# ---- sfu_out_buffer ----
Fig. 1: sfu_out_buffer, the clock network
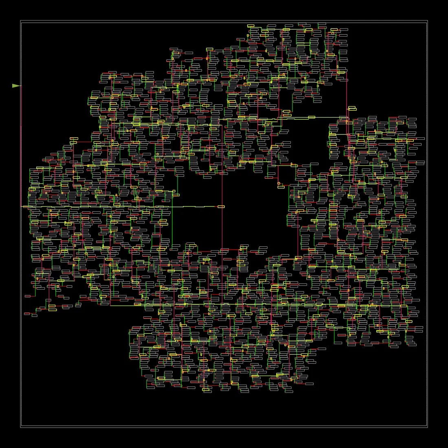

--- src/rtl/sfu_buf_pkg.sv ---
// SFU output buffer shared helpers.
// Width functions, lane slicing and parameter legality.
package sfu_buf_pkg;

  function automatic int lvl_w(input int depth);
    return $clog2(depth + 1);
  endfunction

  function automatic int ptr_w(input int depth);
    return (depth > 2) ? $clog2(depth) : 1;
  endfunction

  function automatic int lane_lsb(input int lane, input int width);
    return lane * width;
  endfunction

  function automatic bit params_ok(
    input int depth,
    input int af,
    input int ae
  );
    return (depth >= 2) && (af >= 1) && (af <= depth) &&
           (ae >= 0) && (ae <= depth - 1);
  endfunction

endpackage

--- src/rtl/sfu_buf_ram.sv ---
// SFU output buffer storage.
// One write port (clocked), one asynchronous read port, no reset.
module sfu_buf_ram #(
  parameter int W     = 132,
  parameter int DEPTH = 16,
  parameter int AW    = 4
) (
  input  logic          clk,
  input  logic          we,
  input  logic [AW-1:0] waddr,
  input  logic [W-1:0]  wdata,
  input  logic [AW-1:0] raddr,
  output logic [W-1:0]  rdata
);

  logic [W-1:0] mem [DEPTH];

  always_ff @(posedge clk) begin
    if (we) mem[waddr] <= wdata;
  end

  assign rdata = mem[raddr];

endmodule

--- src/rtl/sfu_out_buffer.sv ---
// Multi-lane FWFT output buffer between SFU datapath and streamer.
// Arbitrary depth, level, almost flags, flush and sticky overflow.
module sfu_out_buffer
  import sfu_buf_pkg::*;
#(
  parameter int NUM_CH     = 4,
  parameter int DATA_WIDTH = 32,
  parameter int DEPTH      = 16,
  parameter int AF_THRESH  = DEPTH - 2,
  parameter int AE_THRESH  = 1
) (
  input  logic                         clk,
  input  logic                         rst,
  input  logic                         flush,
  input  logic                         in_valid,
  output logic                         in_ready,
  input  logic [NUM_CH*DATA_WIDTH-1:0] in_data,
  input  logic [NUM_CH-1:0]            in_keep,
  output logic                         out_valid,
  input  logic                         out_ready,
  output logic [NUM_CH*DATA_WIDTH-1:0] out_data,
  output logic [NUM_CH-1:0]            out_keep,
  output logic [lvl_w(DEPTH)-1:0]      level,
  output logic                         almost_full,
  output logic                         almost_empty,
  output logic                         overflow
);

  localparam int LW = lvl_w(DEPTH);
  localparam int PW = ptr_w(DEPTH);
  localparam int DW = NUM_CH * DATA_WIDTH;
  localparam int EW = DW + NUM_CH;

  if (!params_ok(DEPTH, AF_THRESH, AE_THRESH)) begin : g_bad_params
    $error("sfu_out_buffer: illegal DEPTH/AF_THRESH/AE_THRESH");
  end

  logic [PW-1:0] wr_q, wr_d;
  logic [PW-1:0] rd_q, rd_d;
  logic [LW-1:0] level_q, level_d;
  logic          ovf_q, ovf_d;
  logic          push, pop;
  logic [EW-1:0] rd_word;

  assign in_ready     = (level_q != LW'(DEPTH));
  assign out_valid    = (level_q != '0);
  assign push         = in_valid & in_ready;
  assign pop          = out_valid & out_ready;
  assign level        = level_q;
  assign almost_full  = (level_q >= LW'(AF_THRESH));
  assign almost_empty = (level_q <= LW'(AE_THRESH));
  assign overflow     = ovf_q;

  // Explicit wrap so non-power-of-two depths work.
  function automatic logic [PW-1:0] nxt(input logic [PW-1:0] p);
    return (p == PW'(DEPTH - 1)) ? '0 : p + 1'b1;
  endfunction

  always_comb begin
    wr_d    = wr_q;
    rd_d    = rd_q;
    level_d = level_q;
    ovf_d   = ovf_q;
    if (flush) begin
      wr_d    = '0;
      rd_d    = '0;
      level_d = '0;
      ovf_d   = 1'b0;
    end else begin
      if (push) wr_d = nxt(wr_q);
      if (pop)  rd_d = nxt(rd_q);
      level_d = level_q + LW'(push) - LW'(pop);
      ovf_d   = ovf_q | (in_valid & ~in_ready);
    end
  end

  always_ff @(posedge clk) begin
    if (rst) begin
      wr_q    <= '0;
      rd_q    <= '0;
      level_q <= '0;
      ovf_q   <= 1'b0;
    end else begin
      wr_q    <= wr_d;
      rd_q    <= rd_d;
      level_q <= level_d;
      ovf_q   <= ovf_d;
    end
  end

  sfu_buf_ram #(
    .W     (EW),
    .DEPTH (DEPTH),
    .AW    (PW)
  ) u_ram (
    .clk   (clk),
    .we    (push & ~flush),
    .waddr (wr_q),
    .wdata ({in_keep, in_data}),
    .raddr (rd_q),
    .rdata (rd_word)
  );

  for (genvar i = 0; i < NUM_CH; i++) begin : g_lane
    localparam int LSB = lane_lsb(i, DATA_WIDTH);
    assign out_data[LSB +: DATA_WIDTH] =
      out_valid ? rd_word[LSB +: DATA_WIDTH] : '0;
  end

  assign out_keep = out_valid ? rd_word[EW-1 -: NUM_CH] : '0;

endmodule

--- config.mk ---
export PLATFORM = sky130hd
export DESIGN_NAME = sfu_out_buffer
export DESIGN_NICKNAME = d
export VERILOG_FILES = /design/src/rtl/sfu_buf_pkg.sv /design/src/rtl/sfu_buf_ram.sv /design/src/rtl/sfu_out_buffer.sv
export SDC_FILE = /design/constraint.sdc
export NUM_CORES = 2
export LEC_CHECK = 0
export ABC_AREA = 1
export CAP_MARGIN = 10
export CORE_UTILIZATION = 28
export CTS_BUF_LIST = sky130_fd_sc_hd__clkbuf_16
export CTS_CLUSTER_SIZE = 12
export DETAILED_ROUTE_END_ITERATION = 7
export HOLD_SLACK_MARGIN = 0.1
export PLACE_DENSITY = 0.53
export SLEW_MARGIN = 20
export SYNTH_ARGS = -nofsm -noshare
export SYNTH_HDL_FRONTEND = slang
export SYNTH_SLANG_ARGS = --single-unit
--- constraint.sdc ---
create_clock -name clk -period 10.9 [get_ports clk]
set_input_delay 2.18 -clock clk [delete_from_list [all_inputs] [get_ports clk]]
set_output_delay 2.18 -clock clk [all_outputs]
set_load 0.02 [all_outputs]
# ---- mul_div_unit_flat ----
File: src/rtl/mul_div_unit_if.sv
// Issue/result handshake bundle between the execute stage (master) and the
// iterative multiply/divide unit (slave).
interface mul_div_unit_if #(
  parameter int N = 64
) ();
  logic         flush;
  logic         in_valid;
  logic         in_ready;
  logic [2:0]   op;
  logic [N-1:0] dataA;
  logic [N-1:0] dataB;
  logic         out_valid;
  logic         out_ready;
  logic [N-1:0] out;
  logic         Zero;
  logic         Negative;

  modport master (
    output flush, in_valid, op, dataA, dataB, out_ready,
    input  in_ready, out_valid, out, Zero, Negative
  );

  modport slave (
    input  flush, in_valid, op, dataA, dataB, out_ready,
    output in_ready, out_valid, out, Zero, Negative
  );
endinterface

File: src/rtl/mul_div_unit.sv
// Iterative RISC-V M-extension unit: one radix-2 step per cycle
// (shift-add multiply, restoring divide) with a fast path for /0 and overflow.
module mul_div_unit #(
  parameter int N = 64
) (
  input logic           clk,
  input logic           reset,
  mul_div_unit_if.slave io_md
);
  localparam int CW = $clog2(N) + 1;

  typedef enum logic [1:0] {S_IDLE, S_CALC, S_FIX, S_DONE} state_t;

  state_t          r_state, w_state_next;
  logic [2:0]      r_op;
  logic            r_neg_a, r_neg_b;
  logic [N-1:0]    r_a_mag, r_b_mag;
  logic [2*N-1:0]  r_prod;
  logic [N-1:0]    r_quot;
  logic [N:0]      r_rem;
  logic [CW-1:0]   r_cnt;
  logic [N-1:0]    r_out;
  logic            r_zero, r_neg;

  logic            w_accept, w_sign_a, w_sign_b, w_neg_a, w_neg_b;
  logic [N-1:0]    w_a_mag, w_b_mag;
  logic            w_div_zero, w_ovf, w_fast;
  logic [N-1:0]    w_fast_res;
  logic [N:0]      w_mul_sum;
  logic [N+1:0]    w_div_shift, w_div_diff;
  logic            w_div_ge;
  logic [2*N-1:0]  w_prod_fix;
  logic [N-1:0]    w_quot_fix, w_rem_fix, w_fix_res;

  assign w_accept = (r_state == S_IDLE) && io_md.in_valid && !io_md.flush;

  // Signed-operand selection: MULH/DIV/REM sign both, MULHSU signs only A.
  assign w_sign_a = (io_md.op == 3'd1) || (io_md.op == 3'd2) ||
                    (io_md.op == 3'd4) || (io_md.op == 3'd6);
  assign w_sign_b = (io_md.op == 3'd1) || (io_md.op == 3'd4) || (io_md.op == 3'd6);
  assign w_neg_a  = w_sign_a && io_md.dataA[N-1];
  assign w_neg_b  = w_sign_b && io_md.dataB[N-1];
  assign w_a_mag  = w_neg_a ? (~io_md.dataA + 1'b1) : io_md.dataA;
  assign w_b_mag  = w_neg_b ? (~io_md.dataB + 1'b1) : io_md.dataB;

  assign w_div_zero = io_md.op[2] && (io_md.dataB == '0);
  assign w_ovf      = io_md.op[2] && !io_md.op[0] &&
                      (io_md.dataA == {1'b1, {(N-1){1'b0}}}) && (io_md.dataB == '1);
  assign w_fast     = w_div_zero || w_ovf;
  always_comb begin
    w_fast_res = '0;
    if (w_div_zero)
      w_fast_res = io_md.op[1] ? io_md.dataA : '1;
    else if (w_ovf)
      w_fast_res = io_md.op[1] ? '0 : io_md.dataA;
  end

  // Multiplier lives in the low half of the product register and shifts out.
  assign w_mul_sum   = {1'b0, r_prod[2*N-1:N]} + (r_prod[0] ? {1'b0, r_a_mag} : '0);
  assign w_div_shift = {r_rem, r_quot[N-1]};
  assign w_div_diff  = w_div_shift - {2'b00, r_b_mag};
  assign w_div_ge    = !w_div_diff[N+1];

  assign w_prod_fix = (r_neg_a ^ r_neg_b) ? (~r_prod + 1'b1) : r_prod;
  assign w_quot_fix = (r_neg_a ^ r_neg_b) ? (~r_quot + 1'b1) : r_quot;
  assign w_rem_fix  = r_neg_a ? (~r_rem[N-1:0] + 1'b1) : r_rem[N-1:0];

  always_comb begin
    w_fix_res = '0;
    case (r_op)
      3'd0:                w_fix_res = w_prod_fix[N-1:0];
      3'd1, 3'd2, 3'd3:    w_fix_res = w_prod_fix[2*N-1:N];
      3'd4, 3'd5:          w_fix_res = w_quot_fix;
      default:             w_fix_res = w_rem_fix;
    endcase
  end

  always_comb begin
    w_state_next = r_state;
    case (r_state)
      S_IDLE: if (w_accept) w_state_next = w_fast ? S_DONE : S_CALC;
      S_CALC: if (r_cnt == CW'(N-1)) w_state_next = S_FIX;
      S_FIX:  w_state_next = S_DONE;
      S_DONE: if (io_md.out_ready) w_state_next = S_IDLE;
      default: w_state_next = S_IDLE;
    endcase
    if (io_md.flush) w_state_next = S_IDLE;
  end

  always_ff @(posedge clk or posedge reset) begin
    if (reset) r_state <= S_IDLE;
    else       r_state <= w_state_next;
  end

  always_ff @(posedge clk or posedge reset) begin
    if (reset) begin
      r_op    <= '0;
      r_neg_a <= 1'b0;
      r_neg_b <= 1'b0;
      r_a_mag <= '0;
      r_b_mag <= '0;
      r_prod  <= '0;
      r_quot  <= '0;
      r_rem   <= '0;
      r_cnt   <= '0;
      r_out   <= '0;
      r_zero  <= 1'b0;
      r_neg   <= 1'b0;
    end else if (io_md.flush) begin
      r_cnt <= '0;
    end else begin
      case (r_state)
        S_IDLE: if (w_accept) begin
          r_op    <= io_md.op;
          r_neg_a <= w_neg_a;
          r_neg_b <= w_neg_b;
          r_a_mag <= w_a_mag;
          r_b_mag <= w_b_mag;
          r_prod  <= {{N{1'b0}}, w_b_mag};
          r_quot  <= w_a_mag;
          r_rem   <= '0;
          r_cnt   <= '0;
          if (w_fast) begin
            r_out  <= w_fast_res;
            r_zero <= (w_fast_res == '0);
            r_neg  <= w_fast_res[N-1];
          end
        end
        S_CALC: begin
          r_cnt <= r_cnt + 1'b1;
          if (r_op[2]) begin
            r_rem  <= w_div_ge ? w_div_diff[N:0] : w_div_shift[N:0];
            r_quot <= {r_quot[N-2:0], w_div_ge};
          end else begin
            r_prod <= {w_mul_sum, r_prod[N-1:1]};
          end
        end
        S_FIX: begin
          r_cnt  <= '0;
          r_out  <= w_fix_res;
          r_zero <= (w_fix_res == '0);
          r_neg  <= w_fix_res[N-1];
        end
        default: ;
      endcase
    end
  end

  assign io_md.in_ready  = (r_state == S_IDLE);
  assign io_md.out_valid = (r_state == S_DONE);
  assign io_md.out       = r_out;
  assign io_md.Zero      = r_zero;
  assign io_md.Negative  = r_neg;
endmodule

File: src/flat_wrapper.sv
// flat-port wrapper written by rule: the top's interface ports become plain ports
module mul_div_unit_flat 
#(
  parameter int N = 64
)
  (clk, reset, io_md_flush, io_md_in_valid, io_md_op, io_md_dataA, io_md_dataB, io_md_out_ready, io_md_in_ready, io_md_out_valid, io_md_out, io_md_Zero, io_md_Negative);
  mul_div_unit_if #(.N(N)) io_md_i ();
  input logic clk;
  input logic reset;
  input wire logic [$bits(io_md_i.flush)-1:0] io_md_flush;
  input wire logic [$bits(io_md_i.in_valid)-1:0] io_md_in_valid;
  input wire logic [$bits(io_md_i.op)-1:0] io_md_op;
  input wire logic [$bits(io_md_i.dataA)-1:0] io_md_dataA;
  input wire logic [$bits(io_md_i.dataB)-1:0] io_md_dataB;
  input wire logic [$bits(io_md_i.out_ready)-1:0] io_md_out_ready;
  output wire logic [$bits(io_md_i.in_ready)-1:0] io_md_in_ready;
  output wire logic [$bits(io_md_i.out_valid)-1:0] io_md_out_valid;
  output wire logic [$bits(io_md_i.out)-1:0] io_md_out;
  output wire logic [$bits(io_md_i.Zero)-1:0] io_md_Zero;
  output wire logic [$bits(io_md_i.Negative)-1:0] io_md_Negative;
  assign io_md_i.flush = io_md_flush;
  assign io_md_i.in_valid = io_md_in_valid;
  assign io_md_i.op = io_md_op;
  assign io_md_i.dataA = io_md_dataA;
  assign io_md_i.dataB = io_md_dataB;
  assign io_md_i.out_ready = io_md_out_ready;
  assign io_md_in_ready = io_md_i.in_ready;
  assign io_md_out_valid = io_md_i.out_valid;
  assign io_md_out = io_md_i.out;
  assign io_md_Zero = io_md_i.Zero;
  assign io_md_Negative = io_md_i.Negative;
  mul_div_unit #(.N(N)) u_core (.clk(clk), .reset(reset), .io_md(io_md_i));
endmodule
File: config.mk
export PLATFORM = sky130hd
export DESIGN_NAME = mul_div_unit_flat
export DESIGN_NICKNAME = d
export VERILOG_FILES = /design/src/rtl/mul_div_unit_if.sv /design/src/rtl/mul_div_unit.sv /design/src/flat_wrapper.sv
export SDC_FILE = /design/constraint.sdc
export NUM_CORES = 2
export LEC_CHECK = 0
export ABC_AREA = 0
export ABC_CLOCK_PERIOD_IN_PS = 58900
export CORE_MARGIN = 4
export CORE_UTILIZATION = 35
export CTS_CLUSTER_DIAMETER = 150
export DETAILED_ROUTE_END_ITERATION = 8
export MAX_ROUTING_LAYER = met4
export PLACE_DENSITY = 0.57
export SYNTH_ARGS = -nofsm -noshare
export SYNTH_HDL_FRONTEND = slang
export SYNTH_SLANG_ARGS = --single-unit
File: constraint.sdc
create_clock -name clk -period 58.9 [get_ports clk]
set_input_delay 17.67 -clock clk [delete_from_list [all_inputs] [get_ports clk]]
set_output_delay 17.67 -clock clk [all_outputs]
set_load 0.005 [all_outputs]

==> gallery <==
Metal 4.
image #1
Bar = 100 um. Cells faint in the background.
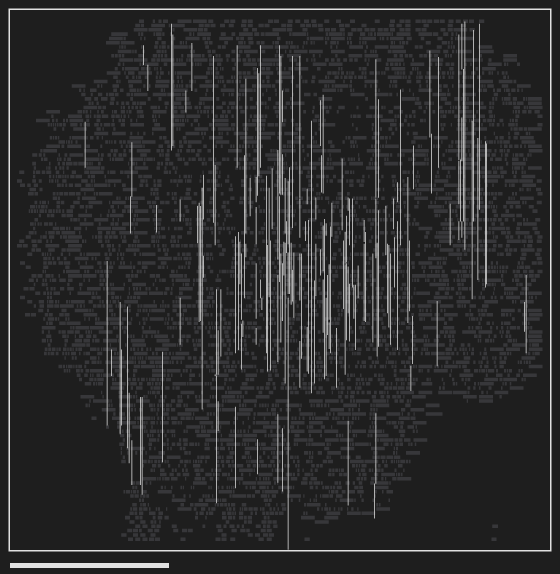
image #2
Bar = 200 um. Cells faint in the background.
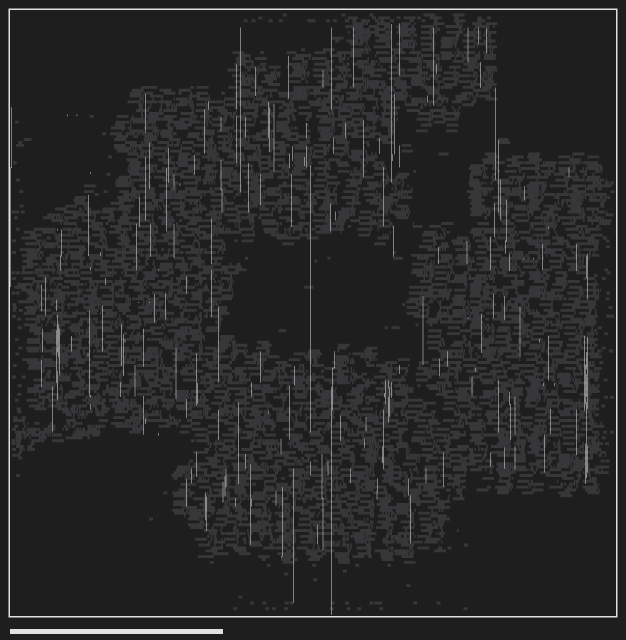
The one with the largest die is image #2.
image #2 -> sfu_out_buffer
image #1 -> mul_div_unit_flat

Key to image #1:
The longest straight run is 171 um. The layer carries 8650 um of wire. 142 nets have wire on it.

Fig. 2: sfu_out_buffer, met2 routing
Cells faint in the background.
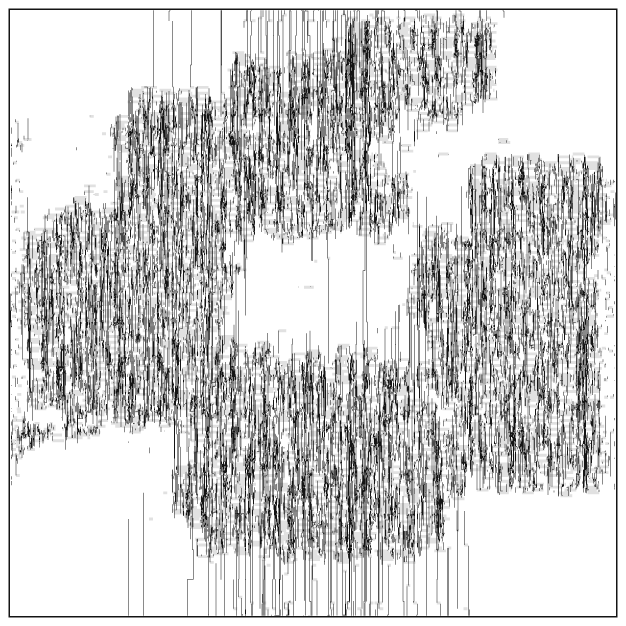
The wires run mostly vertical. The layer holds 46% of the routed length. 5828 nets have wire on it. The layer carries 122 mm of wire.
met2 Usage GRT: 26.13%
Total Wirelength: 261700 um
Vias: 59436

Notes on Fig. 1 above:
power in the clock group: 7.33 mW
clock latency on the worst-skew pair: 0.91 ns
number of CTS-inserted buffers: 229

==> results.json, sfu_out_buffer <==
{
  "outcome": "finished clean",
  "finalNonFillerCells": 13009,
  "p_clk_share_pct": 38.0,
  "core_um2": 318800,
  "p_seq_share_pct": 47.2,
  "ys_cells": 8396,
  "cts_resized": 0,
  "syn_nets": 8550,
  "setup_violations": 0,
  "cp-endpoint": "out_data[103]",
  "enable_flop_cells": 2112,
  "ys_sh_xor_pct": 0.01945,
  "hpwlAfterDp_um": 125900,
  "grt_max_degree": 210,
  "drt_iter0_drc": 5158,
  "cts_tree": "built",
  "largest_reg_flops": 2112,
  "grt_pass1_wl_um": 383900,
  "fp_util_pct": 28.24,
  "antennaDiodeCount": 6,
  "r2r_end": "u_ram.mem[8][79]$_DFFE_PP_",
  "place_area_um2": 96950,
  "gr-total-overflow": 0,
  "die_y_um": 569.1
}
-- sfu_out_buffer: critical path, cell delays in order (launching register included) --
cell and delay, ns:
dfxtp_4 0.61, buf_12 0.62, buf_4 0.89, buf_12 0.65, nand2_1 0.10, nand2_1 0.11, nand2_1 0.06, nand3_1 0.10
nand3_1 0.08, a21oi_1 0.55, clkdlybuf4s50_1 0.73
-- sfu_out_buffer: metal layers --
metal,wire (um),up-vias
met5,314,-
met4,6486,50
met3,16870,481
met2,121600,1778
met1,116400,29258
li1,-,27869
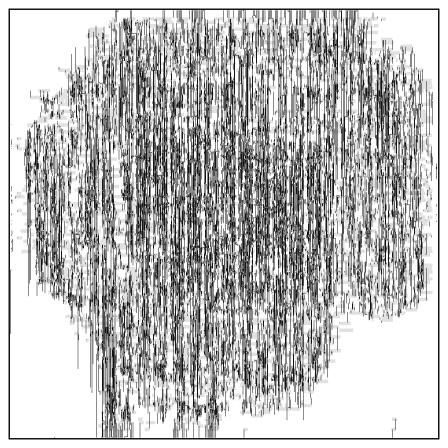
Fig. 3. Met2 routing (mul_div_unit_flat).
Cells faint in the background.
The wires run mostly vertical. 4201 nets have wire on it.
met2 Usage GRT: 44.49%
Vias: 39883
Total Wirelength: 173700 um

==> results.json, mul_div_unit_flat <==
{
  "drt.antenna.violating_nets": 0,
  "die_y_um": 340.2,
  "ys_sh_xor_pct": 9.476,
  "die_w_um": 340.2,
  "outcome": "finished clean",
  "grt_util_met1_pct": 40.04,
  "p_leak_nw": 18.68,
  "portBuffers": 203,
  "cts_tree": "built",
  "gr-total-overflow": 0,
  "holdCritPathClass": "flip-flop to flip-flop",
  "cts_root_buf": "clkbuf_16",
  "antenna_found_initial": 7,
  "cap_violations": 0,
  "fa_ha_area_share_pct": 4.605,
  "warnings": 42,
  "async_reset_ff_share_pct": 100.0,
  "synthAoiAreaFrac_pct": 26.59,
  "wl_met2_um": 75590,
  "postLayoutCellArea_um2": 44170,
  "lay_top_cells": "606 x nand2_1, 574 x o21ai_0, 463 x dfrtp_1",
  "max_stage_delay_ns": 0.72,
  "htree_levels": 2,
  "reg.largest.list": "u_core.r_prod x128, u_core.r_rem x65",
  "track_usage_pct": 29.79
}
[mul_div_unit_flat: worst max-delay path: cells and delay by family]
kind / cells / cell delay [ns]
adder cells (fa/ha/maj): 1 / 0.17
AND/OR/NAND/NOR: 5 / 1.93
AND-OR/OR-AND: 3 / 1.01
multiplexers: 1 / 0.28
buffers and inverters: 4 / 1.46
[mul_div_unit_flat: final cells by class]
class | instances | area [um^2]
clock inverter | 27 | 427.9
multi-input combinational | 4124 | 25390
tap | 1476 | 1847
inverter | 132 | 503.0
antenna | 7 | 17.52
timing repair buffer | 282 | 2638
clock buffer | 82 | 1735
fill | 11252 | 64990
sequential | 464 | 11610

# ---- histogram_median_reader_flat ----
Fig. 4: histogram_median_reader_flat, drive-strength map
Bar = 50 um.
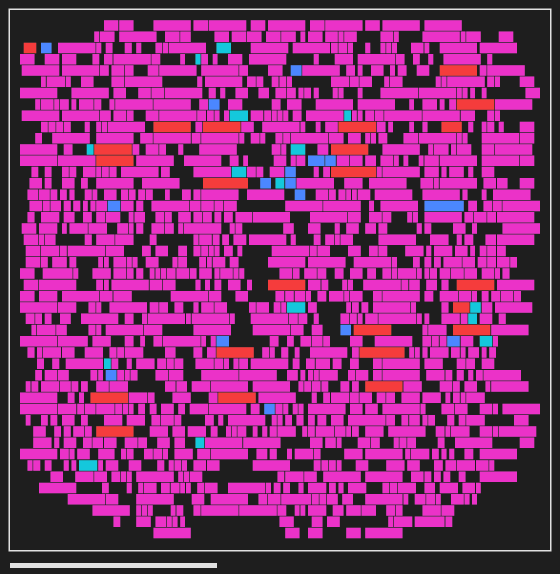

**src/rtl/histogram_median_pkg.sv**
```systemverilog
// ---------------------------------------------------------------------------
// histogram_median_pkg
// Shared constants and types for the histogram median reader.
//   HM_IMWIDTH / HM_IMHEIGHT : number of X / Y bins streamed by the histogram
//                              engine per readout (must match the engine)
//   HM_BIN_W                 : width of one streamed bin value
//   HM_SUM_W                 : width of totals / cumulative sums
//   HM_TIMEOUT               : default cycles to wait on the engine before error
//   HM_MEDIAN_W              : width of the reported median bin index
//   hmState_t                : reader controller state encoding
// ---------------------------------------------------------------------------
package histogram_median_pkg;

    localparam int HM_IMWIDTH  = 240;
    localparam int HM_IMHEIGHT = 180;
    localparam int HM_BIN_W    = 8;
    localparam int HM_SUM_W    = 16;
    localparam int HM_TIMEOUT  = 1023;
    localparam int HM_MEDIAN_W = 8;

    typedef enum logic [2:0] {
        IDLE = 3'd0,
        REQ1 = 3'd1,
        SUM  = 3'd2,
        REQ2 = 3'd3,
        SCAN = 3'd4,
        DONE = 3'd5
    } hmState_t;

    // States in which the controller is waiting on the engine and the
    // watchdog timer runs.
    function automatic logic isWaitState(input hmState_t s);
        return (s == REQ1) || (s == SUM) || (s == REQ2) || (s == SCAN);
    endfunction

endpackage

```
**src/rtl/histogram_median_reader_if.sv**
```systemverilog
// ---------------------------------------------------------------------------
// histogram_median_reader_if
// Histogram readout bus between the histogram engine and its consumer.
//   readHistogram : consumer -> engine, readout request
//   histReady     : engine -> consumer, high while the engine is idle
//   xHistIn/yHistIn   : engine -> consumer, streamed bin values (BIN_W)
//   xValidIn/yValidIn : engine -> consumer, per-axis beat valid
// Modports:
//   master : engine side (drives bins/valids/ready, receives the request)
//   slave  : consumer side (histogram_median_reader)
// ---------------------------------------------------------------------------
interface histogram_median_reader_if #(
    parameter int BIN_W = 8
);
    logic             readHistogram;
    logic             histReady;
    logic [BIN_W-1:0] xHistIn;
    logic [BIN_W-1:0] yHistIn;
    logic             xValidIn;
    logic             yValidIn;

    modport master (
        input  readHistogram,
        output histReady,
        output xHistIn,
        output yHistIn,
        output xValidIn,
        output yValidIn
    );

    modport slave (
        output readHistogram,
        input  histReady,
        input  xHistIn,
        input  yHistIn,
        input  xValidIn,
        input  yValidIn
    );
endinterface

```
**src/rtl/axis_median_accum.sv**
```systemverilog
// ---------------------------------------------------------------------------
// axis_median_accum
// Per-axis datapath of the median reader. Pass 1 totals the streamed bins,
// pass 2 walks them again and records the first bin index at which the
// cumulative count reaches ceil(total/2).
// Ports:
//   clk, reset : clock, asynchronous active-high reset
//   clear      : start of a new measurement, clears everything
//   sumEn      : pass-1 phase, valid beats are added to the total
//   latch      : end of pass 1, threshold computed, index/cumulative rewound
//   scanEn     : pass-2 phase, valid beats advance the cumulative search
//   validIn    : bin beat valid
//   binIn      : bin value (BIN_W)
//   total      : saturating total of pass 1 (SUM_W)
//   median     : found bin index, or the last bin index if never found
// Beats beyond NBINS in either pass are ignored.
// ---------------------------------------------------------------------------
module axis_median_accum
    import histogram_median_pkg::*;
#(
    parameter int NBINS = HM_IMWIDTH,
    parameter int BIN_W = HM_BIN_W,
    parameter int SUM_W = HM_SUM_W
) (
    input  logic                   clk,
    input  logic                   reset,
    input  logic                   clear,
    input  logic                   sumEn,
    input  logic                   latch,
    input  logic                   scanEn,
    input  logic                   validIn,
    input  logic [BIN_W-1:0]       binIn,
    output logic [SUM_W-1:0]       total,
    output logic [HM_MEDIAN_W-1:0] median
);

    localparam int IDX_W = $clog2(NBINS + 1);
    localparam int SW1   = SUM_W + 1;
    localparam logic [IDX_W-1:0] NBINS_IDX = IDX_W'(NBINS);
    localparam logic [IDX_W-1:0] LAST_IDX  = IDX_W'(NBINS - 1);

    logic [IDX_W-1:0] idxReg;
    logic [IDX_W-1:0] medianReg;
    logic [SUM_W-1:0] totalReg;
    logic [SUM_W-1:0] cumReg;
    logic [SUM_W-1:0] thrReg;
    logic             foundReg;

    logic             beatOk;
    logic [SUM_W:0]   totalSum;
    logic [SUM_W:0]   cumSum;
    logic [SUM_W-1:0] totalSat;
    logic [SUM_W-1:0] cumSat;
    logic [SUM_W-1:0] thrNext;

    assign beatOk = validIn && (idxReg < NBINS_IDX);

    // One extra bit of headroom detects overflow; sums stick at all-ones.
    assign totalSum = {1'b0, totalReg} + SW1'(binIn);
    assign cumSum   = {1'b0, cumReg} + SW1'(binIn);
    assign totalSat = totalSum[SUM_W] ? '1 : totalSum[SUM_W-1:0];
    assign cumSat   = cumSum[SUM_W] ? '1 : cumSum[SUM_W-1:0];

    // ceil(total/2) written so it cannot overflow even at a saturated total.
    assign thrNext = (totalReg >> 1) + SUM_W'(totalReg[0]);

    always_ff @(posedge clk or posedge reset) begin
        if (reset) begin
            idxReg    <= '0;
            medianReg <= '0;
            totalReg  <= '0;
            cumReg    <= '0;
            thrReg    <= '0;
            foundReg  <= 1'b0;
        end else if (clear) begin
            idxReg    <= '0;
            medianReg <= '0;
            totalReg  <= '0;
            cumReg    <= '0;
            thrReg    <= '0;
            foundReg  <= 1'b0;
        end else if (latch) begin
            thrReg   <= thrNext;
            idxReg   <= '0;
            cumReg   <= '0;
            foundReg <= 1'b0;
        end else if (sumEn && beatOk) begin
            totalReg <= totalSat;
            idxReg   <= idxReg + IDX_W'(1);
        end else if (scanEn && beatOk) begin
            cumReg <= cumSat;
            idxReg <= idxReg + IDX_W'(1);
            // Compare against the unsaturated cum+bin so the bin that
            // crosses the threshold is the one reported.
            if (!foundReg && (cumSum >= {1'b0, thrReg})) begin
                medianReg <= idxReg;
                foundReg  <= 1'b1;
            end
        end
    end

    assign total  = totalReg;
    assign median = foundReg ? HM_MEDIAN_W'(medianReg) : HM_MEDIAN_W'(LAST_IDX);

endmodule

```
**src/rtl/histogram_median_reader.sv**
```systemverilog
// ---------------------------------------------------------------------------
// histogram_median_reader
// Consumer end of the histogram readout bus. On start it requests two
// readouts from the histogram engine: the first totals each axis, the second
// finds the first bin where the cumulative count reaches half the total.
// The resulting X/Y medians give the filtered object position.
// Ports:
//   clk, reset     : clock, asynchronous active-high reset
//   start          : one-cycle request (ignored while busy or engine not ready)
//   hist (slave)   : readout bus (readHistogram out; histReady, bins, valids in)
//   xMedian/yMedian: median bin indices, held until the next result
//   medianValid    : one-cycle pulse coincident with updated medians/empty
//   empty          : total X pixel count was zero (medians forced to 0)
//   busy           : measurement in progress
//   error          : engine watchdog expired, held until the next accepted start
// Optional build macro MEDIAN_TOTALS_OUT_EN adds xTotalOut/yTotalOut (SUM_W),
// registered together with the medians.
// ---------------------------------------------------------------------------
module histogram_median_reader
    import histogram_median_pkg::*;
#(
    parameter int IMWIDTH  = HM_IMWIDTH,
    parameter int IMHEIGHT = HM_IMHEIGHT,
    parameter int BIN_W    = HM_BIN_W,
    parameter int SUM_W    = HM_SUM_W,
    parameter int TIMEOUT  = HM_TIMEOUT
) (
    input  logic                      clk,
    input  logic                      reset,
    input  logic                      start,
    histogram_median_reader_if.slave  hist,
    output logic [HM_MEDIAN_W-1:0]    xMedian,
    output logic [HM_MEDIAN_W-1:0]    yMedian,
    output logic                      medianValid,
    output logic                      empty,
    output logic                      busy,
    output logic                      error
`ifdef MEDIAN_TOTALS_OUT_EN
    ,
    output logic [SUM_W-1:0]          xTotalOut,
    output logic [SUM_W-1:0]          yTotalOut
`endif
);

    localparam int TIMER_W = $clog2(TIMEOUT + 1);
    localparam logic [TIMER_W-1:0] TIMER_LAST = TIMER_W'(TIMEOUT - 1);

    hmState_t             stateReg;
    hmState_t             stateNext;
    logic [TIMER_W-1:0]   timerReg;
    logic [TIMER_W-1:0]   timerNext;
    logic                 timeoutHit;

    logic                 accClear;
    logic                 sumEn;
    logic                 latchThr;
    logic                 scanEn;
    logic                 anyBeat;
    logic                 waiting;

    logic [SUM_W-1:0]       axisTotal  [2];
    logic [HM_MEDIAN_W-1:0] axisMedian [2];

    logic [HM_MEDIAN_W-1:0] xMedianReg;
    logic [HM_MEDIAN_W-1:0] yMedianReg;
    logic                   medianValidReg;
    logic                   emptyReg;
    logic                   errorReg;
    logic                   xEmpty;
    logic                   yEmpty;

    // ------------------------------------------------------------------
    // Phase strobes for the per-axis datapaths. Beats are only taken while
    // the engine reports itself busy so both passes see the same stream.
    // ------------------------------------------------------------------
    assign accClear = (stateReg == IDLE) && start && hist.histReady;
    assign sumEn    = (stateReg == SUM)  && !hist.histReady;
    assign latchThr = (stateReg == SUM)  && hist.histReady;
    assign scanEn   = (stateReg == SCAN) && !hist.histReady;
    assign anyBeat  = hist.xValidIn || hist.yValidIn;
    assign waiting  = isWaitState(stateReg);

    // ------------------------------------------------------------------
    // Axis datapaths: index 0 is X, index 1 is Y.
    // ------------------------------------------------------------------
    for (genvar gi = 0; gi < 2; gi++) begin : gAxis
        axis_median_accum #(
            .NBINS (gi == 0 ? IMWIDTH : IMHEIGHT),
            .BIN_W (BIN_W),
            .SUM_W (SUM_W)
        ) uAccum (
            .clk     (clk),
            .reset   (reset),
            .clear   (accClear),
            .sumEn   (sumEn),
            .latch   (latchThr),
            .scanEn  (scanEn),
            .validIn (gi == 0 ? hist.xValidIn : hist.yValidIn),
            .binIn   (gi == 0 ? hist.xHistIn : hist.yHistIn),
            .total   (axisTotal[gi]),
            .median  (axisMedian[gi])
        );
    end

    // ------------------------------------------------------------------
    // Controller: state register
    // ------------------------------------------------------------------
    always_ff @(posedge clk or posedge reset) begin
        if (reset) begin
            stateReg <= IDLE;
            timerReg <= '0;
        end else begin
            stateReg <= stateNext;
            timerReg <= timerNext;
        end
    end

    // ------------------------------------------------------------------
    // Controller: next state and watchdog. The timer restarts on every
    // state change and every valid beat, so it only measures stalls.
    // ------------------------------------------------------------------
    always_comb begin
        stateNext  = stateReg;
        timerNext  = '0;
        timeoutHit = 1'b0;

        case (stateReg)
            IDLE: if (start && hist.histReady)  stateNext = REQ1;
            REQ1: if (!hist.histReady)          stateNext = SUM;
            SUM:  if (hist.histReady)           stateNext = REQ2;
            REQ2: if (!hist.histReady)          stateNext = SCAN;
            SCAN: if (hist.histReady)           stateNext = DONE;
            DONE:                               stateNext = IDLE;
            default:                            stateNext = IDLE;
        endcase

        if (waiting && (stateNext == stateReg) && !anyBeat) begin
            if (timerReg == TIMER_LAST) begin
                timeoutHit = 1'b1;
                stateNext  = IDLE;
            end else begin
                timerNext = timerReg + TIMER_W'(1);
            end
        end
    end

    // ------------------------------------------------------------------
    // Result registers. They load on the DONE cycle so medianValid rises
    // together with the new values (the cycle after DONE).
    // ------------------------------------------------------------------
    assign xEmpty = (axisTotal[0] == '0);
    assign yEmpty = (axisTotal[1] == '0);

    always_ff @(posedge clk or posedge reset) begin
        if (reset) begin
            xMedianReg     <= '0;
            yMedianReg     <= '0;
            medianValidReg <= 1'b0;
            emptyReg       <= 1'b0;
            errorReg       <= 1'b0;
        end else begin
            medianValidReg <= (stateReg == DONE);

            if (stateReg == DONE) begin
                emptyReg   <= xEmpty;
                xMedianReg <= xEmpty ? '0 : axisMedian[0];
                // An axis without pixels reports bin 0 rather than the
                // threshold-0 hit of the scan.
                yMedianReg <= (xEmpty || yEmpty) ? '0 : axisMedian[1];
            end

            if (accClear) begin
                errorReg <= 1'b0;
            end else if (timeoutHit) begin
                errorReg <= 1'b1;
            end
        end
    end

`ifdef MEDIAN_TOTALS_OUT_EN
    logic [SUM_W-1:0] xTotalOutReg;
    logic [SUM_W-1:0] yTotalOutReg;

    always_ff @(posedge clk or posedge reset) begin
        if (reset) begin
            xTotalOutReg <= '0;
            yTotalOutReg <= '0;
        end else if (stateReg == DONE) begin
            xTotalOutReg <= axisTotal[0];
            yTotalOutReg <= axisTotal[1];
        end
    end

    assign xTotalOut = xTotalOutReg;
    assign yTotalOut = yTotalOutReg;
`endif

    assign hist.readHistogram = (stateReg == REQ1) || (stateReg == REQ2);
    assign busy               = (stateReg != IDLE);
    assign xMedian            = xMedianReg;
    assign yMedian            = yMedianReg;
    assign medianValid        = medianValidReg;
    assign empty              = emptyReg;
    assign error              = errorReg;

endmodule
```
**src/flat_wrapper.sv**
```systemverilog
// flat-port wrapper written by rule: the top's interface ports become plain ports
module histogram_median_reader_flat import histogram_median_pkg::*;
#(
    parameter int IMWIDTH  = HM_IMWIDTH,
    parameter int IMHEIGHT = HM_IMHEIGHT,
    parameter int BIN_W    = HM_BIN_W,
    parameter int SUM_W    = HM_SUM_W,
    parameter int TIMEOUT  = HM_TIMEOUT
)
  (clk, reset, start, xMedian, yMedian, medianValid, empty, busy, error, hist_readHistogram, hist_histReady, hist_xHistIn, hist_yHistIn, hist_xValidIn, hist_yValidIn);
  histogram_median_reader_if #(.BIN_W(BIN_W)) hist_i ();
  input  logic clk;
  input  logic reset;
  input  logic start;
  output logic [HM_MEDIAN_W-1:0] xMedian;
  output logic [HM_MEDIAN_W-1:0] yMedian;
  output logic medianValid;
  output logic empty;
  output logic busy;
  output logic error;
  output wire logic [$bits(hist_i.readHistogram)-1:0] hist_readHistogram;
  input wire logic [$bits(hist_i.histReady)-1:0] hist_histReady;
  input wire logic [$bits(hist_i.xHistIn)-1:0] hist_xHistIn;
  input wire logic [$bits(hist_i.yHistIn)-1:0] hist_yHistIn;
  input wire logic [$bits(hist_i.xValidIn)-1:0] hist_xValidIn;
  input wire logic [$bits(hist_i.yValidIn)-1:0] hist_yValidIn;
  assign hist_readHistogram = hist_i.readHistogram;
  assign hist_i.histReady = hist_histReady;
  assign hist_i.xHistIn = hist_xHistIn;
  assign hist_i.yHistIn = hist_yHistIn;
  assign hist_i.xValidIn = hist_xValidIn;
  assign hist_i.yValidIn = hist_yValidIn;
  histogram_median_reader #(.IMWIDTH(IMWIDTH), .IMHEIGHT(IMHEIGHT), .BIN_W(BIN_W), .SUM_W(SUM_W), .TIMEOUT(TIMEOUT)) u_core (.clk(clk), .reset(reset), .start(start), .hist(hist_i), .xMedian(xMedian), .yMedian(yMedian), .medianValid(medianValid), .empty(empty), .busy(busy), .error(error));
endmodule
```
**config.mk**
```make
export PLATFORM = sky130hd
export DESIGN_NAME = histogram_median_reader_flat
export DESIGN_NICKNAME = d
export VERILOG_FILES = /design/src/rtl/histogram_median_pkg.sv /design/src/rtl/histogram_median_reader_if.sv /design/src/rtl/axis_median_accum.sv /design/src/rtl/histogram_median_reader.sv /design/src/flat_wrapper.sv
export SDC_FILE = /design/constraint.sdc
export NUM_CORES = 1
export LEC_CHECK = 0
export CORE_MARGIN = 2
export CORE_UTILIZATION = 62
export CTS_CLUSTER_DIAMETER = 80
export DETAILED_ROUTE_END_ITERATION = 10
export PLACE_DENSITY_LB_ADDON = 0.12
export SYNTH_ARGS = -nofsm -noshare
export SYNTH_HDL_FRONTEND = slang
export SYNTH_SLANG_ARGS = --single-unit
```
**constraint.sdc**
```tcl
create_clock -name clk -period 5.6 [get_ports clk]
set_input_delay 0.56 -clock clk [delete_from_list [all_inputs] [get_ports clk]]
set_output_delay 0.56 -clock clk [all_outputs]
set_load 0.05 [all_outputs]
```
# ---- lsu ----
[src/rtl/lsu.sv]
// Load/store unit: accepts one RV32I memory op at a time from execute,
// checks alignment/encoding, drives a single-beat memory handshake with a
// timeout, formats load data and returns one response toward writeback.
module lsu #(
   parameter int TIMEOUT = 255
) (
   input  logic        clk,
   input  logic        reset,
   input  logic        req_valid,
   output logic        req_ready,
   input  logic        req_store,
   input  logic [2:0]  req_funct3,
   input  logic [31:0] req_addr,
   input  logic [31:0] req_wdata,
   input  logic [4:0]  req_rd,
   output logic        mem_valid,
   input  logic        mem_ready,
   output logic        mem_we,
   output logic [3:0]  mem_wstrb,
   output logic [31:0] mem_addr,
   output logic [31:0] mem_wdata,
   input  logic [31:0] mem_rdata,
   output logic        resp_valid,
   output logic [31:0] resp_data,
   output logic [4:0]  resp_rd,
   output logic        resp_fault
);

   localparam logic [1:0] S_IDLE = 2'd0;
   localparam logic [1:0] S_MEM  = 2'd1;
   localparam logic [1:0] S_RESP = 2'd2;

   // Last counter value before the wait is declared a fault.
   localparam logic [7:0] TIMEOUT_LAST = 8'(TIMEOUT - 1);

   logic [1:0]  state_q, state_d;
   logic [2:0]  funct3_q, funct3_d;
   logic [1:0]  lane_q, lane_d;
   logic [7:0]  cnt_q, cnt_d;
   logic        mem_valid_q, mem_valid_d;
   logic        mem_we_q, mem_we_d;
   logic [3:0]  mem_wstrb_q, mem_wstrb_d;
   logic [31:0] mem_addr_q, mem_addr_d;
   logic [31:0] mem_wdata_q, mem_wdata_d;
   logic        resp_valid_q, resp_valid_d;
   logic [31:0] resp_data_q, resp_data_d;
   logic [4:0]  resp_rd_q, resp_rd_d;
   logic        resp_fault_q, resp_fault_d;

   logic        req_fault;
   logic [31:0] st_wdata;
   logic [3:0]  st_wstrb;
   logic [7:0]  ld_byte;
   logic [15:0] ld_half;
   logic [31:0] ld_data;

   // Reject unsupported encodings and misaligned halfword/word accesses.
   always_comb begin
      // NOTE: every combinational output gets a default first so no path
      // leaves it unassigned, which would infer a latch.
      req_fault = 1'b0;
      if (req_store) begin
         req_fault = (req_funct3 >= 3'b011);
      end else begin
         req_fault = (req_funct3 == 3'b011) || (req_funct3[2:1] == 2'b11);
      end
      if ((req_funct3[1:0] == 2'b01) && req_addr[0]) begin
         req_fault = 1'b1;
      end
      if ((req_funct3[1:0] == 2'b10) && (req_addr[1:0] != 2'b00)) begin
         req_fault = 1'b1;
      end
   end

   // Replicate store data across lanes and place the byte strobes.
   always_comb begin
      st_wdata = req_wdata;
      st_wstrb = 4'b1111;
      case (req_funct3[1:0])
         2'b00: begin
            st_wdata = {4{req_wdata[7:0]}};
            st_wstrb = 4'b0001 << req_addr[1:0];
         end
         2'b01: begin
            st_wdata = {2{req_wdata[15:0]}};
            st_wstrb = 4'b0011 << req_addr[1:0];
         end
         default: ;
      endcase
      if (!req_store) begin
         st_wstrb = 4'b0000;
      end
   end

   // Pick the addressed byte/halfword of the returned word and extend it.
   always_comb begin
      ld_byte = mem_rdata[{lane_q, 3'b000} +: 8];
      ld_half = lane_q[1] ? mem_rdata[31:16] : mem_rdata[15:0];
      case (funct3_q)
         3'b000:  ld_data = {{24{ld_byte[7]}}, ld_byte};
         3'b001:  ld_data = {{16{ld_half[15]}}, ld_half};
         3'b100:  ld_data = {24'h0, ld_byte};
         3'b101:  ld_data = {16'h0, ld_half};
         default: ld_data = mem_rdata;
      endcase
   end

   // Next-state logic for the IDLE -> MEM -> RESP sequence.
   always_comb begin
      state_d      = state_q;
      funct3_d     = funct3_q;
      lane_d       = lane_q;
      cnt_d        = cnt_q;
      mem_valid_d  = mem_valid_q;
      mem_we_d     = mem_we_q;
      mem_wstrb_d  = mem_wstrb_q;
      mem_addr_d   = mem_addr_q;
      mem_wdata_d  = mem_wdata_q;
      resp_valid_d = 1'b0;
      resp_data_d  = resp_data_q;
      resp_rd_d    = resp_rd_q;
      resp_fault_d = resp_fault_q;
      case (state_q)
         S_IDLE: begin
            if (req_valid) begin
               funct3_d  = req_funct3;
               lane_d    = req_addr[1:0];
               resp_rd_d = req_rd;
               if (req_fault) begin
                  // Bad op never reaches memory; report it directly.
                  state_d      = S_RESP;
                  resp_valid_d = 1'b1;
                  resp_fault_d = 1'b1;
                  resp_data_d  = 32'h0;
               end else begin
                  state_d     = S_MEM;
                  cnt_d       = 8'h0;
                  mem_valid_d = 1'b1;
                  mem_we_d    = req_store;
                  mem_wstrb_d = st_wstrb;
                  mem_addr_d  = {req_addr[31:2], 2'b00};
                  mem_wdata_d = st_wdata;
               end
            end
         end
         S_MEM: begin
            // Completion takes priority over a timeout on the same cycle.
            if (mem_ready) begin
               state_d      = S_RESP;
               mem_valid_d  = 1'b0;
               resp_valid_d = 1'b1;
               resp_fault_d = 1'b0;
               resp_data_d  = mem_we_q ? 32'h0 : ld_data;
            end else if (cnt_q == TIMEOUT_LAST) begin
               state_d      = S_RESP;
               mem_valid_d  = 1'b0;
               resp_valid_d = 1'b1;
               resp_fault_d = 1'b1;
               resp_data_d  = 32'h0;
            end else begin
               cnt_d = cnt_q + 8'h1;
            end
         end
         S_RESP:  state_d = S_IDLE;
         default: state_d = S_IDLE;
      endcase
   end

   // State and output registers with synchronous reset.
   always_ff @(posedge clk) begin
      // NOTE: non-blocking assignments so every register samples the values
      // from before this edge, independent of statement order.
      if (reset) begin
         state_q      <= S_IDLE;
         funct3_q     <= 3'b000;
         lane_q       <= 2'b00;
         cnt_q        <= 8'h0;
         mem_valid_q  <= 1'b0;
         mem_we_q     <= 1'b0;
         mem_wstrb_q  <= 4'b0000;
         mem_addr_q   <= 32'h0;
         mem_wdata_q  <= 32'h0;
         resp_valid_q <= 1'b0;
         resp_data_q  <= 32'h0;
         resp_rd_q    <= 5'd0;
         resp_fault_q <= 1'b0;
      end else begin
         state_q      <= state_d;
         funct3_q     <= funct3_d;
         lane_q       <= lane_d;
         cnt_q        <= cnt_d;
         mem_valid_q  <= mem_valid_d;
         mem_we_q     <= mem_we_d;
         mem_wstrb_q  <= mem_wstrb_d;
         mem_addr_q   <= mem_addr_d;
         mem_wdata_q  <= mem_wdata_d;
         resp_valid_q <= resp_valid_d;
         resp_data_q  <= resp_data_d;
         resp_rd_q    <= resp_rd_d;
         resp_fault_q <= resp_fault_d;
      end
   end

   assign req_ready  = (state_q == S_IDLE);
   assign mem_valid  = mem_valid_q;
   assign mem_we     = mem_we_q;
   assign mem_wstrb  = mem_wstrb_q;
   assign mem_addr   = mem_addr_q;
   assign mem_wdata  = mem_wdata_q;
   assign resp_valid = resp_valid_q;
   assign resp_data  = resp_data_q;
   assign resp_rd    = resp_rd_q;
   assign resp_fault = resp_fault_q;

endmodule

[config.mk]
export PLATFORM = sky130hd
export DESIGN_NAME = lsu
export DESIGN_NICKNAME = d
export VERILOG_FILES = /design/src/rtl/lsu.sv
export SDC_FILE = /design/constraint.sdc
export NUM_CORES = 1
export LEC_CHECK = 0
export CORE_ASPECT_RATIO = 1.5
export CORE_MARGIN = 2
export CORE_UTILIZATION = 39
export CTS_CLUSTER_SIZE = 40
export DETAILED_ROUTE_END_ITERATION = 10
export GPL_ROUTABILITY_DRIVEN = 0
export PLACE_DENSITY_LB_ADDON = 0.05
export SETUP_SLACK_MARGIN = 0.15
export SLEW_MARGIN = 20
export SYNTH_ARGS = -nofsm -noshare
export SYNTH_HDL_FRONTEND = slang
export SYNTH_SLANG_ARGS = --single-unit
[constraint.sdc]
create_clock -name clk -period 1.75 [get_ports clk]
set_clock_uncertainty 0.05 [all_clocks]
set_input_delay 0.2625 -clock clk [delete_from_list [all_inputs] [get_ports clk]]
set_output_delay 0.2625 -clock clk [all_outputs]
set_load 0.02 [all_outputs]
Fig. 5: lsu, met2 routing
Cells faint in the background.
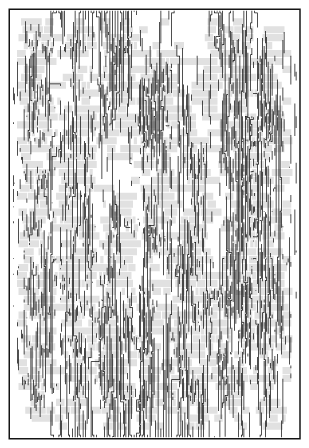
The longest straight run is 62.2 um. The layer holds 53% of the routed length.

==> results.json, lsu <==
{
  "vias": 5797,
  "async_reset_ff_share_pct": 0,
  "outcome": "finished clean",
  "grt_busiest_layer": "met2",
  "clkTransAtPathRegs_ns": 0.06,
  "p_leak_nw": 4.035,
  "final.setup.tns_ns": 0,
  "finish.utilization_pct": 67.63,
  "vias_per_cell": 5.227,
  "comb-power_mw": 1.50,
  "maxSlewViolCount": 0,
  "lay_top_cells": "169 x nand2_1, 116 x dfxtp_1, 112 x dlygate4sd2_1",
  "hpwlAfterDp_um": 12650,
  "core_um2": 13400,
  "cp_data_required_time_ns": 1.99,
  "rrSetupSlack_ns": 0.08,
  "postSynthAreaPerCell_um2": 7.979
}
[lsu: critical path, cell delays in order, from the launching register on]
cell      delay (ns)
dfxtp_2         0.33
inv_2           0.05
ha_4            0.15
and3_4          0.16
a211o_4         0.39
a211oi_2        0.24
xnor2_1         0.14
nor2_1          0.05
[lsu: flip-flops by register name, indices dropped and copies added (netlist names), 3 cells and up]
register,count
mem_wdata,32
resp_data,32
mem_addr,30
cnt_q,8
resp_rd,5
mem_wstrb,4
funct3_q,3
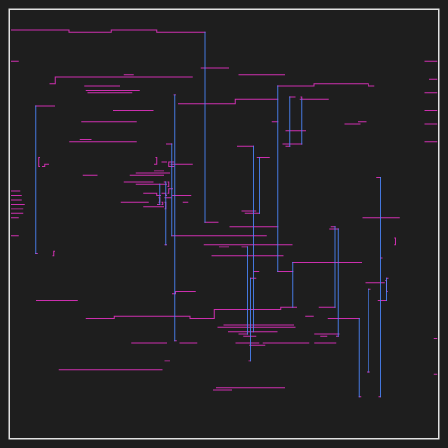
Fig. 6. Signal wires by layer (histogram_median_reader_flat).
Only two layers are drawn.
Key: met3 = magenta [wire length 945 um]; met4 = blue [wire length 634 um]
post-DR wirelength/cell: 16.72 um
total global routing track utilization: 27.87%
Vias: 8014

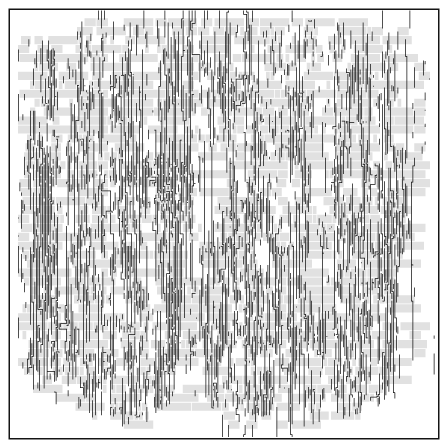
Fig. 7. Met2 routing (histogram_median_reader_flat).
Cells faint in the background.
The layer carries 10800 um of wire. The wires run mostly vertical.
Total Wirelength: 22300 um
met2 Usage GRT: 46.94%

## Picture notes: Fig. 4
Key: drive 3 to 4 = blue [cells 16]; drive 1 or less = magenta [cells 1064]; drive 2 = cyan [cells 15]; drive 6 and up = red [cells 23]
setup ws final: 1.408 ns
Buffers, non-clock: 51

==> results.json, histogram_median_reader_flat <==
{
  "common_cells": "162 x dfrtp_1, 99 x nand2_1, 89 x nor2_1",
  "clock_skew_ns": 0.008370,
  "fa_ha_area_share_pct": 10.19,
  "pin_count": 43,
  "syn_nets": 1173,
  "outcome": "finished clean",
  "flops": 162,
  "worstSetupPathType": "primary input to flip-flop",
  "postLayoutCellArea_um2": 11090,
  "clkTransAtPathRegs_ns": 0.06,
  "cp-end-kind": "flip-flop",
  "async_reset_ff_share_pct": 100.0,
  "topCombFamilyByArea": "AND-OR/OR-AND gates",
  "highest_layer": "met4",
  "startpoint_type": "primary input",
  "portBuffers": 42,
  "place_area_um2": 10490,
  "ys_cells": 1073,
  "cp-endpoint": "u_core.gAxis[1].uAccum.medianReg[7]$_DFFE_PP0P_"
}
-- histogram_median_reader_flat: through the flow --
stage,util [%],cells
2_1_floorplan,-,1073
3_3_place_gp,66.75,1302
3_5_place_dp,66.75,1302
4_1_cts,70.59,1334
5_1_grt,70.59,1334
6_report,70.59,1334
-- histogram_median_reader_flat: where the power goes --
part	internal [mW]	switching, mW	leakage (nW)	total, mW
registers	1.40	0.231	2.20	1.63
logic	0.872	1.30	2.41	2.17
clock network	0.716	0.480	0.292	1.20


==> layout pictures side by side <==
The clock network.
Plate I
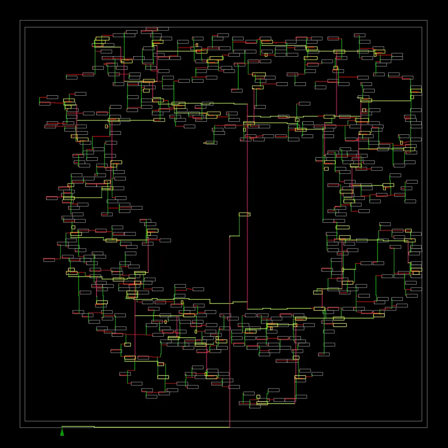
Plate II
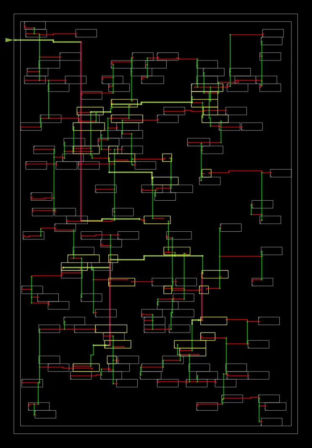
Plate III
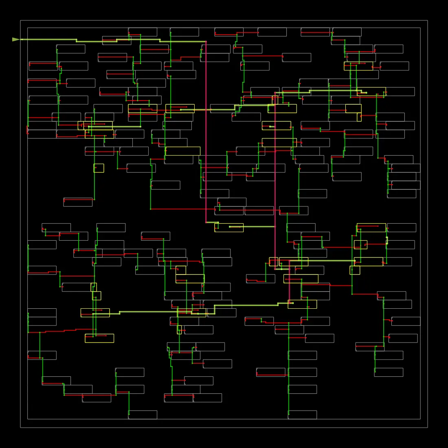
- histogram_median_reader_flat = Plate III
- mul_div_unit_flat = Plate I
- lsu = Plate II

Power and IR drop assume default switching activity.
